==================== move_timer_sequencer
move_timer_sequencer, clock wiring as the flow saved it:
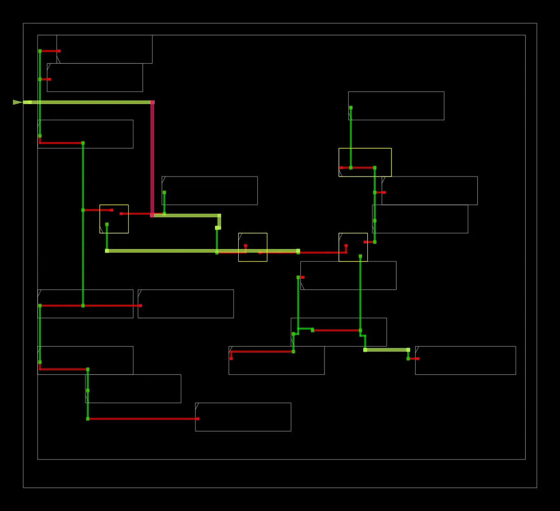

## config.mk

```make
export PLATFORM = sky130hd
export DESIGN_NAME = move_timer_sequencer
export DESIGN_NICKNAME = d
export VERILOG_FILES = /design/src/rtl/move_timer_sequencer.sv
export SDC_FILE = /design/constraint.sdc
export NUM_CORES = 1
export LEC_CHECK = 0
export CORE_ASPECT_RATIO = 0.9
export CORE_UTILIZATION = 50
export CTS_CLUSTER_DIAMETER = 40
export DETAILED_ROUTE_END_ITERATION = 8
export GPL_ROUTABILITY_DRIVEN = 0
export PLACE_DENSITY = 0.79
export SLEW_MARGIN = 20
export SYNTH_ARGS = -nofsm -noshare
export SYNTH_HDL_FRONTEND = slang
export SYNTH_SLANG_ARGS = --single-unit
export TNS_END_PERCENT = 10
```

## constraint.sdc

```tcl
create_clock -name clk -period 2.8 [get_ports clk]
set_input_delay 0.56 -clock clk [delete_from_list [all_inputs] [get_ports clk]]
set_output_delay 0.56 -clock clk [all_outputs]
set_load 0.03 [all_outputs]
```

## src/rtl/move_timer_sequencer.sv

```systemverilog
// Movement delay sequencer: takes one target floor, programs the delay timer per floor
// step and per door dwell, and steps the car one floor on each timer expiry.
module move_timer_sequencer #(
   parameter int         FLOOR_W      = 3,
   parameter int         MAX_FLOOR    = 7,
   parameter logic [2:0] TRAVEL_DELAY = 3'd5,
   parameter logic [2:0] DOOR_DELAY   = 3'd7,
   parameter int         START_FLOOR  = 0
) (
   input  logic               clk,
   input  logic               rst,
   input  logic               req_valid,
   input  logic [FLOOR_W-1:0] req_floor,
   output logic               req_ready,
   output logic [2:0]         timer_delay,
   output logic               timer_start,
   input  logic               timer_pass,
   output logic [FLOOR_W-1:0] current_floor,
   output logic               moving_up,
   output logic               moving_down,
   output logic               door_open,
   output logic               arrived,
   output logic               req_error
);

   localparam logic [FLOOR_W-1:0] MAX_F   = FLOOR_W'(MAX_FLOOR);
   localparam logic [FLOOR_W-1:0] START_F = FLOOR_W'(START_FLOOR);

   typedef enum logic [1:0] {IDLE, MOVE, DOOR} state_t;

   state_t             state, state_n;
   logic [FLOOR_W-1:0] target, target_n;
   logic [FLOOR_W-1:0] current_floor_n, step_floor;
   logic [2:0]         timer_delay_n;
   logic               req_ready_n, timer_start_n, moving_up_n, moving_down_n;
   logic               door_open_n, arrived_n, req_error_n;
   logic               pass_ok;

   always_ff @(posedge clk or posedge rst) begin
      if (rst) begin
         state         <= IDLE;
         target        <= START_F;
         current_floor <= START_F;
         timer_delay   <= TRAVEL_DELAY;
         req_ready     <= 1'b1;
         timer_start   <= 1'b0;
         moving_up     <= 1'b0;
         moving_down   <= 1'b0;
         door_open     <= 1'b0;
         arrived       <= 1'b0;
         req_error     <= 1'b0;
      end else begin
         state         <= state_n;
         target        <= target_n;
         current_floor <= current_floor_n;
         timer_delay   <= timer_delay_n;
         req_ready     <= req_ready_n;
         timer_start   <= timer_start_n;
         moving_up     <= moving_up_n;
         moving_down   <= moving_down_n;
         door_open     <= door_open_n;
         arrived       <= arrived_n;
         req_error     <= req_error_n;
      end
   end

   always_comb begin
      state_n         = state;
      target_n        = target;
      current_floor_n = current_floor;
      timer_delay_n   = timer_delay;
      req_ready_n     = req_ready;
      moving_up_n     = moving_up;
      moving_down_n   = moving_down;
      door_open_n     = door_open;
      timer_start_n   = 1'b0;
      arrived_n       = 1'b0;
      req_error_n     = 1'b0;

      // An expiry arriving alongside a fresh start belongs to the previous count.
      pass_ok = timer_pass && !timer_start;

      if (moving_up)
         step_floor = (current_floor == MAX_F) ? current_floor : current_floor + FLOOR_W'(1);
      else
         step_floor = (current_floor == '0) ? current_floor : current_floor - FLOOR_W'(1);

      case (state)
         IDLE: begin
            if (req_valid && req_ready) begin
               if (req_floor > MAX_F) begin
                  req_error_n = 1'b1;
               end else begin
                  target_n      = req_floor;
                  timer_start_n = 1'b1;
                  req_ready_n   = 1'b0;
                  if (req_floor == current_floor) begin
                     state_n       = DOOR;
                     door_open_n   = 1'b1;
                     timer_delay_n = DOOR_DELAY;
                  end else begin
                     state_n       = MOVE;
                     moving_up_n   = req_floor > current_floor;
                     moving_down_n = req_floor < current_floor;
                     timer_delay_n = TRAVEL_DELAY;
                  end
               end
            end
         end
         MOVE: begin
            if (pass_ok) begin
               current_floor_n = step_floor;
               timer_start_n   = 1'b1;
               if (step_floor == target) begin
                  state_n       = DOOR;
                  arrived_n     = 1'b1;
                  moving_up_n   = 1'b0;
                  moving_down_n = 1'b0;
                  door_open_n   = 1'b1;
                  timer_delay_n = DOOR_DELAY;
               end else begin
                  timer_delay_n = TRAVEL_DELAY;
               end
            end
         end
         DOOR: begin
            if (pass_ok) begin
               state_n     = IDLE;
               door_open_n = 1'b0;
               req_ready_n = 1'b1;
            end
         end
         default: state_n = IDLE;
      endcase
   end

endmodule
```

==================== access_stage
===== src/rtl/access_pkg.sv =====
// access_pkg: shared types and helpers for the memory-access stage.
//   mem_op_e / mem_size_e : instruction memory-op and access-size encodings
//   state_e               : access-stage FSM states
//   TL_* constants        : TileLink-UL opcodes used on channels A and D
//   CAUSE_* constants     : exception cause codes reported to writeback
//   lane_mask / replicate_wdata / is_misaligned : A-channel field helpers
package access_pkg;

    typedef enum logic [1:0] {
        OP_NONE  = 2'd0,
        OP_LOAD  = 2'd1,
        OP_STORE = 2'd2
    } mem_op_e;

    typedef enum logic [1:0] {
        SZ_BYTE  = 2'd0,
        SZ_HALF  = 2'd1,
        SZ_WORD  = 2'd2,
        SZ_DWORD = 2'd3
    } mem_size_e;

    typedef enum logic [1:0] {
        IDLE = 2'd0,
        REQ  = 2'd1,
        RESP = 2'd2
    } state_e;

    // TileLink-UL opcodes
    localparam logic [2:0] TL_GET     = 3'd4;
    localparam logic [2:0] TL_PUTFULL = 3'd0;
    localparam logic [2:0] TL_ACK     = 3'd0;
    localparam logic [2:0] TL_ACKDATA = 3'd1;

    // Exception causes
    localparam logic [3:0] CAUSE_LOAD_MISALIGNED  = 4'd4;
    localparam logic [3:0] CAUSE_LOAD_FAULT       = 4'd5;
    localparam logic [3:0] CAUSE_STORE_MISALIGNED = 4'd6;
    localparam logic [3:0] CAUSE_STORE_FAULT      = 4'd7;

    // Byte lanes touched: (2^(2^size) - 1) shifted to the address offset.
    function automatic logic [7:0] lane_mask(mem_size_e size, logic [2:0] off);
        logic [8:0] span;
        span = (9'd1 << (4'd1 << size)) - 9'd1;
        return span[7:0] << off;
    endfunction

    // TileLink carries store data on every lane; copy the LSB-aligned
    // operand so whichever lanes the mask selects hold the right bytes.
    function automatic logic [63:0] replicate_wdata(mem_size_e size, logic [63:0] wdata);
        logic [63:0] rep;
        case (size)
            SZ_BYTE: rep = {8{wdata[7:0]}};
            SZ_HALF: rep = {4{wdata[15:0]}};
            SZ_WORD: rep = {2{wdata[31:0]}};
            default: rep = wdata;
        endcase
        return rep;
    endfunction

    function automatic logic is_misaligned(mem_size_e size, logic [2:0] addr_lo);
        logic [2:0] low_bits;
        case (size)
            SZ_BYTE: low_bits = 3'b000;
            SZ_HALF: low_bits = 3'b001;
            SZ_WORD: low_bits = 3'b011;
            default: low_bits = 3'b111;
        endcase
        return (addr_lo & low_bits) != 3'b000;
    endfunction

endpackage


===== src/rtl/access_stage_load_align.sv =====
// load_align: purely combinational load-data formatter.
//   d_data   in  64  raw beat from TileLink channel D
//   offset   in  3   byte offset of the access within the 8-byte beat
//   size     in  2   access size (mem_size_e)
//   sign_ext in  1   1 = sign-extend, 0 = zero-extend
//   data     out 64  right-aligned, extended load value
module load_align
    import access_pkg::*;
(
    input  logic [63:0] d_data,
    input  logic [2:0]  offset,
    input  mem_size_e   size,
    input  logic        sign_ext,
    output logic [63:0] data
);

    logic [63:0] shifted;

    // NOTE: every output of a combinational block gets a value on every path
    // (default or full case); a missed branch would infer a latch.
    always_comb begin
        shifted = d_data >> {offset, 3'b000};
        case (size)
            SZ_BYTE: data = {{56{sign_ext & shifted[7]}},  shifted[7:0]};
            SZ_HALF: data = {{48{sign_ext & shifted[15]}}, shifted[15:0]};
            SZ_WORD: data = {{32{sign_ext & shifted[31]}}, shifted[31:0]};
            default: data = shifted;
        endcase
    end

endmodule


===== src/rtl/access_stage.sv =====
// access_stage: memory-access pipeline stage between execute and writeback.
// Non-memory results pass through in one cycle; aligned loads/stores become a
// single-beat TileLink-UL Get/PutFullData with at most one in flight.
//   clk, rst                      clock, synchronous active-high reset
//   ex_*                          instruction from execute (held while stall=1)
//   stall                         stage busy, execute must hold
//   ma_valid, pc, rd, data        one-cycle retire pulse to writeback/monitor
//   exc, exc_cause                exception reported with the retiring op
//   a_*                           TileLink channel A (request)
//   d_*                           TileLink channel D (response)
module access_stage
    import access_pkg::*;
#(
    parameter int unsigned SRC_ID           = 0,
    parameter int unsigned SIGN_EXT_DEFAULT = 1
) (
    input  logic        clk,
    input  logic        rst,
    input  logic        ex_valid,
    input  logic [63:0] ex_pc,
    input  logic [4:0]  ex_rd,
    input  logic [63:0] ex_result,
    input  logic [63:0] ex_wdata,
    input  logic [1:0]  ex_op,
    input  logic [1:0]  ex_size,
    input  logic        ex_unsigned,
    output logic        stall,
    output logic        ma_valid,
    output logic [63:0] pc,
    output logic [4:0]  rd,
    output logic [63:0] data,
    output logic        exc,
    output logic [3:0]  exc_cause,
    output logic        a_valid,
    input  logic        a_ready,
    output logic [2:0]  a_opcode,
    output logic [2:0]  a_size,
    output logic [3:0]  a_source,
    output logic [63:0] a_address,
    output logic [7:0]  a_mask,
    output logic [63:0] a_data,
    input  logic        d_valid,
    output logic        d_ready,
    input  logic [2:0]  d_opcode,
    input  logic        d_denied,
    input  logic [63:0] d_data
);

    state_e      state_q, state_d;

    // Captured memory op, held from IDLE until the response retires.
    mem_op_e     cap_op_q, cap_op_d;
    mem_size_e   cap_size_q, cap_size_d;
    logic        cap_unsigned_q, cap_unsigned_d;
    logic [63:0] cap_addr_q, cap_addr_d;
    logic [63:0] cap_wdata_q, cap_wdata_d;
    logic [63:0] cap_pc_q, cap_pc_d;
    logic [4:0]  cap_rd_q, cap_rd_d;

    // Writeback-facing registers.
    logic        ma_valid_q, ma_valid_d;
    logic [63:0] pc_q, pc_d;
    logic [4:0]  rd_q, rd_d;
    logic [63:0] data_q, data_d;
    logic        exc_q, exc_d;
    logic [3:0]  cause_q, cause_d;

    logic [63:0] load_data;
    logic        load_sign_ext;
    logic        resp_fault;

    assign load_sign_ext = (SIGN_EXT_DEFAULT != 0) && !cap_unsigned_q;

    load_align u_load_align (
        .d_data   (d_data),
        .offset   (cap_addr_q[2:0]),
        .size     (cap_size_q),
        .sign_ext (load_sign_ext),
        .data     (load_data)
    );

    // A response with the wrong opcode for the request is reported as a fault.
    assign resp_fault = d_denied ||
                        (cap_op_q == OP_LOAD ? (d_opcode != TL_ACKDATA)
                                             : (d_opcode != TL_ACK));

    always_comb begin
        state_d        = state_q;
        cap_op_d       = cap_op_q;
        cap_size_d     = cap_size_q;
        cap_unsigned_d = cap_unsigned_q;
        cap_addr_d     = cap_addr_q;
        cap_wdata_d    = cap_wdata_q;
        cap_pc_d       = cap_pc_q;
        cap_rd_d       = cap_rd_q;
        ma_valid_d     = 1'b0;
        pc_d           = pc_q;
        rd_d           = rd_q;
        data_d         = data_q;
        exc_d          = exc_q;
        cause_d        = cause_q;

        case (state_q)
            IDLE: begin
                if (ex_valid) begin
                    if (ex_op == OP_LOAD || ex_op == OP_STORE) begin
                        if (is_misaligned(mem_size_e'(ex_size), ex_result[2:0])) begin
                            // Trap without touching the bus.
                            ma_valid_d = 1'b1;
                            pc_d       = ex_pc;
                            rd_d       = 5'd0;
                            data_d     = 64'd0;
                            exc_d      = 1'b1;
                            cause_d    = (ex_op == OP_LOAD) ? CAUSE_LOAD_MISALIGNED
                                                            : CAUSE_STORE_MISALIGNED;
                        end else begin
                            cap_op_d       = (ex_op == OP_LOAD) ? OP_LOAD : OP_STORE;
                            cap_size_d     = mem_size_e'(ex_size);
                            cap_unsigned_d = ex_unsigned;
                            cap_addr_d     = ex_result;
                            cap_wdata_d    = ex_wdata;
                            cap_pc_d       = ex_pc;
                            cap_rd_d       = ex_rd;
                            state_d        = REQ;
                        end
                    end else begin
                        ma_valid_d = 1'b1;
                        pc_d       = ex_pc;
                        rd_d       = ex_rd;
                        data_d     = ex_result;
                        exc_d      = 1'b0;
                        cause_d    = 4'd0;
                    end
                end
            end

            REQ: begin
                if (a_ready) begin
                    state_d = RESP;
                end
            end

            RESP: begin
                if (d_valid) begin
                    state_d    = IDLE;
                    ma_valid_d = 1'b1;
                    pc_d       = cap_pc_q;
                    if (resp_fault) begin
                        rd_d    = 5'd0;
                        data_d  = 64'd0;
                        exc_d   = 1'b1;
                        cause_d = (cap_op_q == OP_LOAD) ? CAUSE_LOAD_FAULT
                                                        : CAUSE_STORE_FAULT;
                    end else begin
                        rd_d    = (cap_op_q == OP_LOAD) ? cap_rd_q : 5'd0;
                        data_d  = (cap_op_q == OP_LOAD) ? load_data : 64'd0;
                        exc_d   = 1'b0;
                        cause_d = 4'd0;
                    end
                end
            end

            default: state_d = IDLE;
        endcase
    end

    // NOTE: state uses non-blocking assignments so every flop samples the
    // pre-edge value of the others, independent of statement order.
    always_ff @(posedge clk) begin
        if (rst) begin
            // NOTE: the capture registers are reset too, so the A-channel
            // fields read as zero after reset instead of holding stale X.
            state_q        <= IDLE;
            cap_op_q       <= OP_NONE;
            cap_size_q     <= SZ_BYTE;
            cap_unsigned_q <= 1'b0;
            cap_addr_q     <= '0;
            cap_wdata_q    <= '0;
            cap_pc_q       <= '0;
            cap_rd_q       <= '0;
            ma_valid_q     <= 1'b0;
            pc_q           <= '0;
            rd_q           <= '0;
            data_q         <= '0;
            exc_q          <= 1'b0;
            cause_q        <= '0;
        end else begin
            state_q        <= state_d;
            cap_op_q       <= cap_op_d;
            cap_size_q     <= cap_size_d;
            cap_unsigned_q <= cap_unsigned_d;
            cap_addr_q     <= cap_addr_d;
            cap_wdata_q    <= cap_wdata_d;
            cap_pc_q       <= cap_pc_d;
            cap_rd_q       <= cap_rd_d;
            ma_valid_q     <= ma_valid_d;
            pc_q           <= pc_d;
            rd_q           <= rd_d;
            data_q         <= data_d;
            exc_q          <= exc_d;
            cause_q        <= cause_d;
        end
    end

    // Handshake and stall outputs decode the state register directly, so
    // stall drops in the same cycle the retire pulse appears.
    assign stall     = (state_q != IDLE);
    assign a_valid   = (state_q == REQ);
    assign d_ready   = (state_q == RESP);

    assign ma_valid  = ma_valid_q;
    assign pc        = pc_q;
    assign rd        = rd_q;
    assign data      = data_q;
    assign exc       = exc_q;
    assign exc_cause = cause_q;

    assign a_opcode  = (cap_op_q == OP_LOAD) ? TL_GET : TL_PUTFULL;
    assign a_size    = {1'b0, cap_size_q};
    assign a_source  = 4'(SRC_ID);
    assign a_address = cap_addr_q;
    assign a_mask    = lane_mask(cap_size_q, cap_addr_q[2:0]);
    assign a_data    = replicate_wdata(cap_size_q, cap_wdata_q);

endmodule


===== config.mk =====
export PLATFORM = sky130hd
export DESIGN_NAME = access_stage
export DESIGN_NICKNAME = d
export VERILOG_FILES = /design/src/rtl/access_pkg.sv /design/src/rtl/access_stage_load_align.sv /design/src/rtl/access_stage.sv
export SDC_FILE = /design/constraint.sdc
export NUM_CORES = 1
export LEC_CHECK = 0
export CORE_AREA = 2 2 220 222
export DETAILED_ROUTE_END_ITERATION = 7
export DIE_AREA = 0 0 222 224
export GPL_TIMING_DRIVEN = 0
export HOLD_SLACK_MARGIN = 0.12
export SYNTH_ARGS = -nofsm -noshare
export SYNTH_HDL_FRONTEND = slang
export SYNTH_SLANG_ARGS = --single-unit
export TNS_END_PERCENT = 10

===== constraint.sdc =====
create_clock -name clk -period 2.28 [get_ports clk]
set_input_delay 0.342 -clock clk [delete_from_list [all_inputs] [get_ports clk]]
set_output_delay 0.342 -clock clk [all_outputs]
set_load 0.005 [all_outputs]

==================== adc_conversion_sequencer
**config.mk**
```make
export PLATFORM = sky130hd
export DESIGN_NAME = adc_conversion_sequencer
export DESIGN_NICKNAME = d
export VERILOG_FILES = /design/src/rtl/adc_conversion_sequencer.sv
export SDC_FILE = /design/constraint.sdc
export NUM_CORES = 1
export LEC_CHECK = 0
export ABC_AREA = 1
export ABC_CLOCK_PERIOD_IN_PS = 5750
export CORE_MARGIN = 4
export CORE_UTILIZATION = 38
export DETAILED_ROUTE_END_ITERATION = 7
export GPL_TIMING_DRIVEN = 0
export PLACE_DENSITY = 0.66
export SETUP_SLACK_MARGIN = 0.4
export SYNTH_ARGS = -nofsm -noshare
export SYNTH_HDL_FRONTEND = slang
export SYNTH_SLANG_ARGS = --single-unit
```
**constraint.sdc**
```tcl
create_clock -name clk -period 5.75 [get_ports clk]
set_clock_uncertainty 0.1 [all_clocks]
set_input_delay 0.8625 -clock clk [delete_from_list [all_inputs] [get_ports clk]]
set_output_delay 0.8625 -clock clk [all_outputs]
set_load 0.1 [all_outputs]
```
**src/rtl/adc_conversion_sequencer.sv**
```systemverilog
// adc_conversion_sequencer: settles, captures and averages a 4-comparator flash ADC code, returns it over valid/ready.
// Optional BUBBLE_CORRECT_EN: illegal thermometer codes contribute max(ones-1,0) instead of 0.
module adc_conversion_sequencer #(
  parameter int SETTLE_CYCLES = 4,
  parameter int AVG_LOG2 = 2,
  parameter int PERIOD_CYCLES = 32
) (
  input  logic       clk,
  input  logic       rst_n,
  input  logic       start,
  input  logic       continuous,
  input  logic [3:0] comp_in,
  output logic       comp_en,
  output logic       busy,
  output logic [1:0] result,
  output logic       result_valid,
  input  logic       result_ready,
  output logic       code_err,
  output logic       overrun,
  input  logic       clear_flags
);
  localparam int SW = $clog2(SETTLE_CYCLES + 2);
  localparam int NW = AVG_LOG2 + 1;
  localparam int AW = AVG_LOG2 + 2;
  localparam int PW = $clog2(PERIOD_CYCLES + 1) + 1;
  localparam int PT = PERIOD_CYCLES > 1 ? PERIOD_CYCLES - 1 : 0;
  typedef enum logic [1:0] {IDLE, SAMPLE, LOAD, GAP} state_t;
  state_t state_q, state_d;
  logic [3:0] sync1_q, sync2_q;
  logic [SW-1:0] scnt_q, scnt_d;
  logic [NW-1:0] ncnt_q, ncnt_d;
  logic [AW-1:0] acc_q, acc_d;
  logic [PW-1:0] pcnt_q, pcnt_d;
  logic [1:0] result_q, result_d;
  logic valid_q, valid_d, code_err_q, code_err_d, overrun_q, overrun_d;
  logic [2:0] ones;
  logic [1:0] val;
  logic legal, sampling, capture, last, due;
  assign ones = 3'($countones(sync2_q));
  assign legal = ((sync2_q + 4'd1) & sync2_q) == 4'd0;
`ifdef BUBBLE_CORRECT_EN
  assign val = ones == 3'd0 ? 2'd0 : 2'(ones - 3'd1);
`else
  assign val = (!legal || ones == 3'd0) ? 2'd0 : 2'(ones - 3'd1);
`endif
  assign sampling = state_q == SAMPLE;
  assign capture = sampling && scnt_q == SW'(SETTLE_CYCLES + 1);
  assign last = capture && ncnt_q == NW'((1 << AVG_LOG2) - 1);
  // pcnt_q counts cycles since the current burst's start edge
  assign due = pcnt_q >= PW'(PT);
  assign comp_en = sampling;
  assign busy = sampling || state_q == LOAD;
  assign result = result_q;
  assign result_valid = valid_q;
  assign code_err = code_err_q;
  assign overrun = overrun_q;
  always_comb begin
    scnt_d = (!sampling || capture) ? '0 : scnt_q + 1'b1;
    ncnt_d = sampling ? ncnt_q + NW'(capture) : '0;
    acc_d = sampling ? acc_q + (capture ? AW'(val) : '0) : '0;
    pcnt_d = due ? pcnt_q : pcnt_q + 1'b1;
    result_d = state_q == LOAD ? acc_q[AW-1:AVG_LOG2] : result_q;
    valid_d = state_q == LOAD ? 1'b1 : valid_q & ~result_ready;
    code_err_d = (capture & ~legal) | (code_err_q & ~clear_flags);
    overrun_d = (state_q == LOAD & valid_q & ~result_ready) | (overrun_q & ~clear_flags);
    state_d = state_q == IDLE   ? ((start || continuous) ? SAMPLE : IDLE) :
              state_q == SAMPLE ? (last ? LOAD : SAMPLE) :
              !continuous       ? IDLE :
              due               ? SAMPLE : GAP;
    if (!sampling && state_d == SAMPLE) pcnt_d = '0;
  end
  always_ff @(posedge clk or negedge rst_n)
    if (!rst_n) begin
      state_q <= IDLE;
      sync1_q <= '0;
      sync2_q <= '0;
      scnt_q <= '0;
      ncnt_q <= '0;
      acc_q <= '0;
      pcnt_q <= '0;
      result_q <= '0;
      valid_q <= 1'b0;
      code_err_q <= 1'b0;
      overrun_q <= 1'b0;
    end else begin
      state_q <= state_d;
      sync1_q <= comp_in;
      sync2_q <= sync1_q;
      scnt_q <= scnt_d;
      ncnt_q <= ncnt_d;
      acc_q <= acc_d;
      pcnt_q <= pcnt_d;
      result_q <= result_d;
      valid_q <= valid_d;
      code_err_q <= code_err_d;
      overrun_q <= overrun_d;
    end
endmodule

```
move_timer_sequencer, metal layers overlaid:
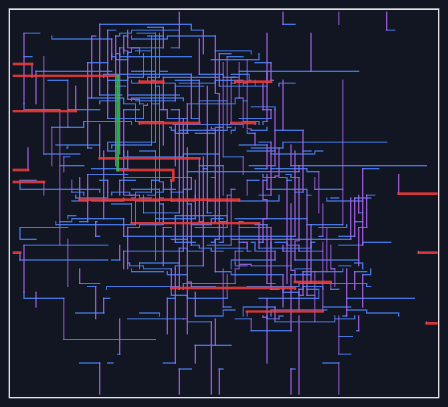
legend:
  M4:
    colour: green
    wire_length: 10.9 um
  M1:
    colour: blue
    wire_length: 947 um
  M3:
    colour: red
    wire_length: 131 um
  M2:
    colour: purple
    wire_length: 906 um

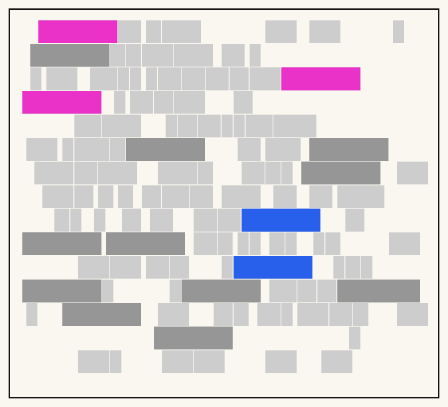
move_timer_sequencer: sequential cells coloured by netlist name
Other sequential cells in the stronger grey, the rest of the logic in the fainter grey.
legend:
  state:
    colour: blue
    placed_flops: 2
  current_floor:
    colour: magenta
    placed_flops: 3
not coloured: 11

About 'clock wiring as the flow saved it' of move_timer_sequencer:
clock skew: 0.00209 ns
CTS Sinks: 16
Clock Power: 150 uW

==> impl_metrics.json, move_timer_sequencer <==
{
  "syn_inst": 109,
  "fp_util_pct": 52.8,
  "lay_top_count": "clkdlybuf4s50_1",
  "worst_pin_slew_ns": 0.610,
  "die-area_um2": 2210,
  "pwr-share-clk_pct": 12.2,
  "fmax_ghz": 0.436,
  "track_usage_pct": 20.5,
  "grt_overflow_total": 0,
  "dp_slack_ns": 0.533,
  "synth.most_common_cell": "dfrtp_1",
  "ir_drop_mv": 0.636,
  "crit_chain": "ha_1, o21a_1, or4_1, a211oi_2, o211ai_1, a21boi_0",
  "xor_share_pct": 1.73,
  "grt_pass1_vias": 763,
  "crit_fanout": 5,
  "area.growth.synth_to_final_pct": 20.4,
  "synthesis.area_um2": 1010,
  "drc": 0,
  "yosys_warnings": 0,
  "met1_usage_pct": 26.7,
  "final_layout_top_logic_cells": "clkdlybuf4s50_1 (17), dfrtp_1 (15), inv_1 (9)",
  "seqPwrFrac_pct": 32.9,
  "status": "finished clean",
  "flop-count": 16,
  "tap_cells": 25,
  "grt_max_degree": 17,
  "reg2reg_slack_ns": 0.50,
  "core_area_um2": 1910,
  "arrival_ns": 2.46,
  "ys_sh_simple_pct": 21.3,
  "clk_path_buf_depth": 2,
  "crit_required_ns": 2.96
}
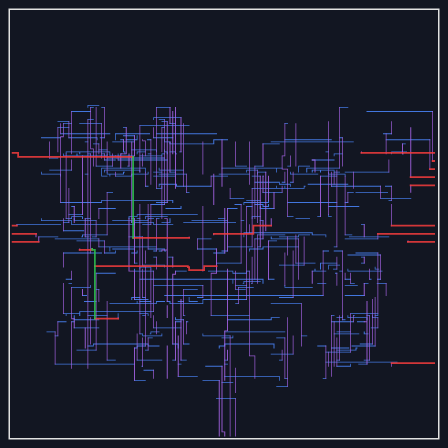
adc_conversion_sequencer: metal layers overlaid
legend:
  M4:
    colour: green
    wire_length: 25.8 um
  M2:
    colour: purple
    wire_length: 1230 um
  M3:
    colour: red
    wire_length: 127 um
  M1:
    colour: blue
    wire_length: 1100 um
vias: 1052
WL final: 2490 um
GRT Overall Usage: 11.2%
Avg WL per Cell: 10.8 um

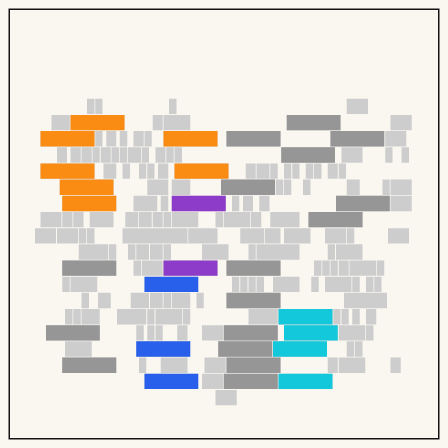
adc_conversion_sequencer: sequential cells coloured by netlist name
Other sequential cells in the stronger grey, the rest of the logic in the fainter grey.
legend:
  ncnt_q:
    colour: blue
    placed_flops: 3
  state_q:
    colour: purple
    placed_flops: 2
  pcnt_q:
    colour: orange
    placed_flops: 7
  sync2_q:
    colour: cyan
    placed_flops: 4

==> impl_metrics.json, adc_conversion_sequencer <==
{
  "grt_pass1_wl_um": 4600,
  "final_area_um2": 1880,
  "p_seq_uw": 324,
  "seq_area_share_pct": 42.6,
  "crit_required_ns": 4.79,
  "powerClk_uw": 206,
  "hold_depth": 0,
  "dp_cells": 223,
  "p_sw_share_pct": 39.8,
  "hold_path_class": "reg -> reg",
  "seq_area_frac_synth_pct": 51.5,
  "drive_gt1_share_pct": 12.0,
  "timing.rr.start": "sync2_q[0]",
  "tap_cells": 48,
  "n_all_buffers": 17,
  "gp_congestion": 0.780,
  "cts_tree": "built",
  "worst_slack_ns": 2.66,
  "top_area_cell": "dfrtp_1",
  "ff2ff_path_depth": 14,
  "clock_latency_ns": 0.28,
  "rr_endpoint": "acc_q[3]",
  "grt_busiest_layer": "met2",
  "syn_inst": 159,
  "status": "finished clean",
  "comb-power_uw": 361,
  "period_minus_slack_ns": 3.09,
  "async_flop_share_pct": 100,
  "met1_usage_pct": 13.2,
  "cts_setup_buffers": 0,
  "crit_family": "buffers and inverters",
  "holdWs_ns": 0.249,
  "num_rows": 22,
  "largest_register_ffs": 7
}
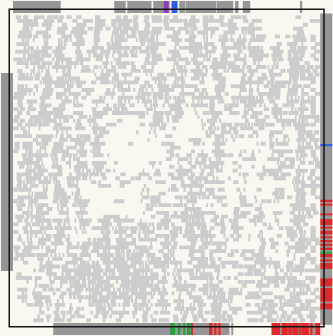
access_stage: I/O pins on the die edge
Pins as bars across the die edge, other pins in grey.
legend:
  d_data:
    colour: red
    pins: 64
    direction: input
    edge: 33 right, 31 bottom
  d_opcode:
    colour: purple
    pins: 3
    direction: input
    edge: top
  a_mask:
    colour: green
    pins: 8
    direction: output
    edge: 7 bottom, 1 right
  ex_rd:
    colour: blue
    pins: 5
    direction: input
    edge: 4 top, 1 right
all pins by edge: 173 bottom, 162 right, 125 top, 103 left
Die W: 222 um
input/output buffers: 553
Die Y-Extent: 224 um

==> impl_metrics.json, access_stage <==
{
  "highest_layer": "met5",
  "drt_iter0_drc": 1530,
  "fmax_ghz": 0.425,
  "yosys_most_used_dff": "dfxtp_1",
  "start_kind": "primary input",
  "drc": 2,
  "ys_sh_simple_pct": 21.8,
  "wl_met2_um": 39400,
  "violations": "DRC, setup timing",
  "final_area_um2": 25300,
  "worst_slack_ns": -0.0722,
  "syn_area_per_cell_um2": 7.67,
  "finClkSkew_ns": 0.0153,
  "synth_cell_type_count": 58,
  "dp_cells": 3262,
  "hold_depth": 3,
  "grt_overflow_total": 0,
  "post-route-period-util_pct": 103,
  "drt_first_pass_iters": 8,
  "grt_antenna_before_repair": 12,
  "crit_slowest_cell": "clkdlybuf4s50_1",
  "setup_viol_count_final": 22,
  "power.internal_mw": 12.0,
  "xor_share_pct": 0.0547,
  "seq_area_um2": 6850,
  "yosys_warnings": 0,
  "clk_pin_slew_ns": 0.06,
  "gp_congestion": 0.962,
  "status": "finished with violations",
  "finish.utilization_pct": 53.5,
  "met1_length_um": 32700,
  "ir_drop_mv": 0.528
}

==> notes/layouts.md <==
Pictures saved along the way, in no particular order.

Gate families picked out.
panel A
The bar under the picture is 10 um long.
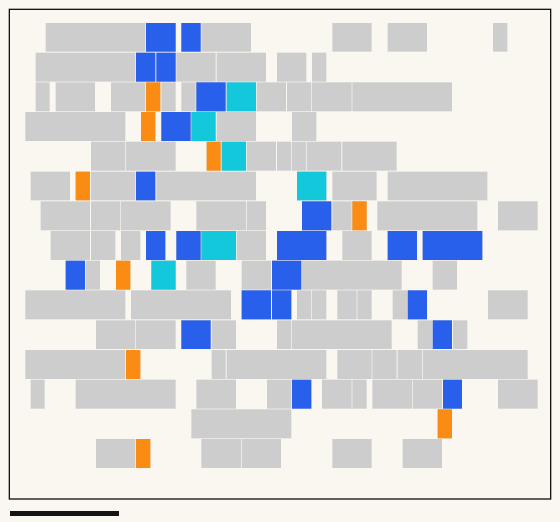
panel B
The bar under the picture is 50 um long.
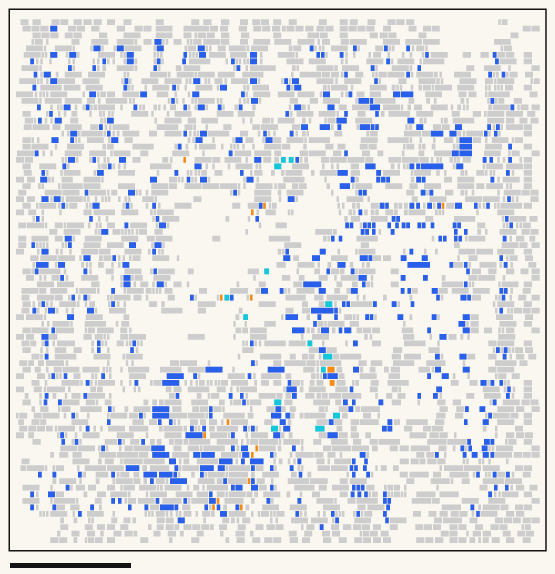
panel C
The bar under the picture is 20 um long.
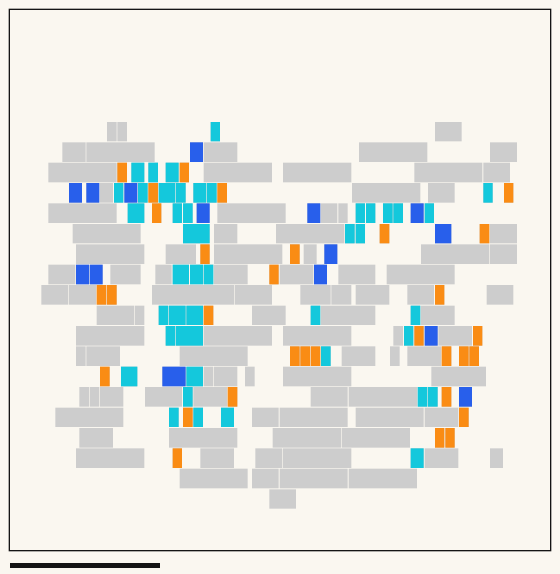
Panel C comes from adc_conversion_sequencer.
Panel A comes from move_timer_sequencer.
Panel B comes from access_stage.


No activity file was given, so power comes from the tool's default toggle rates.
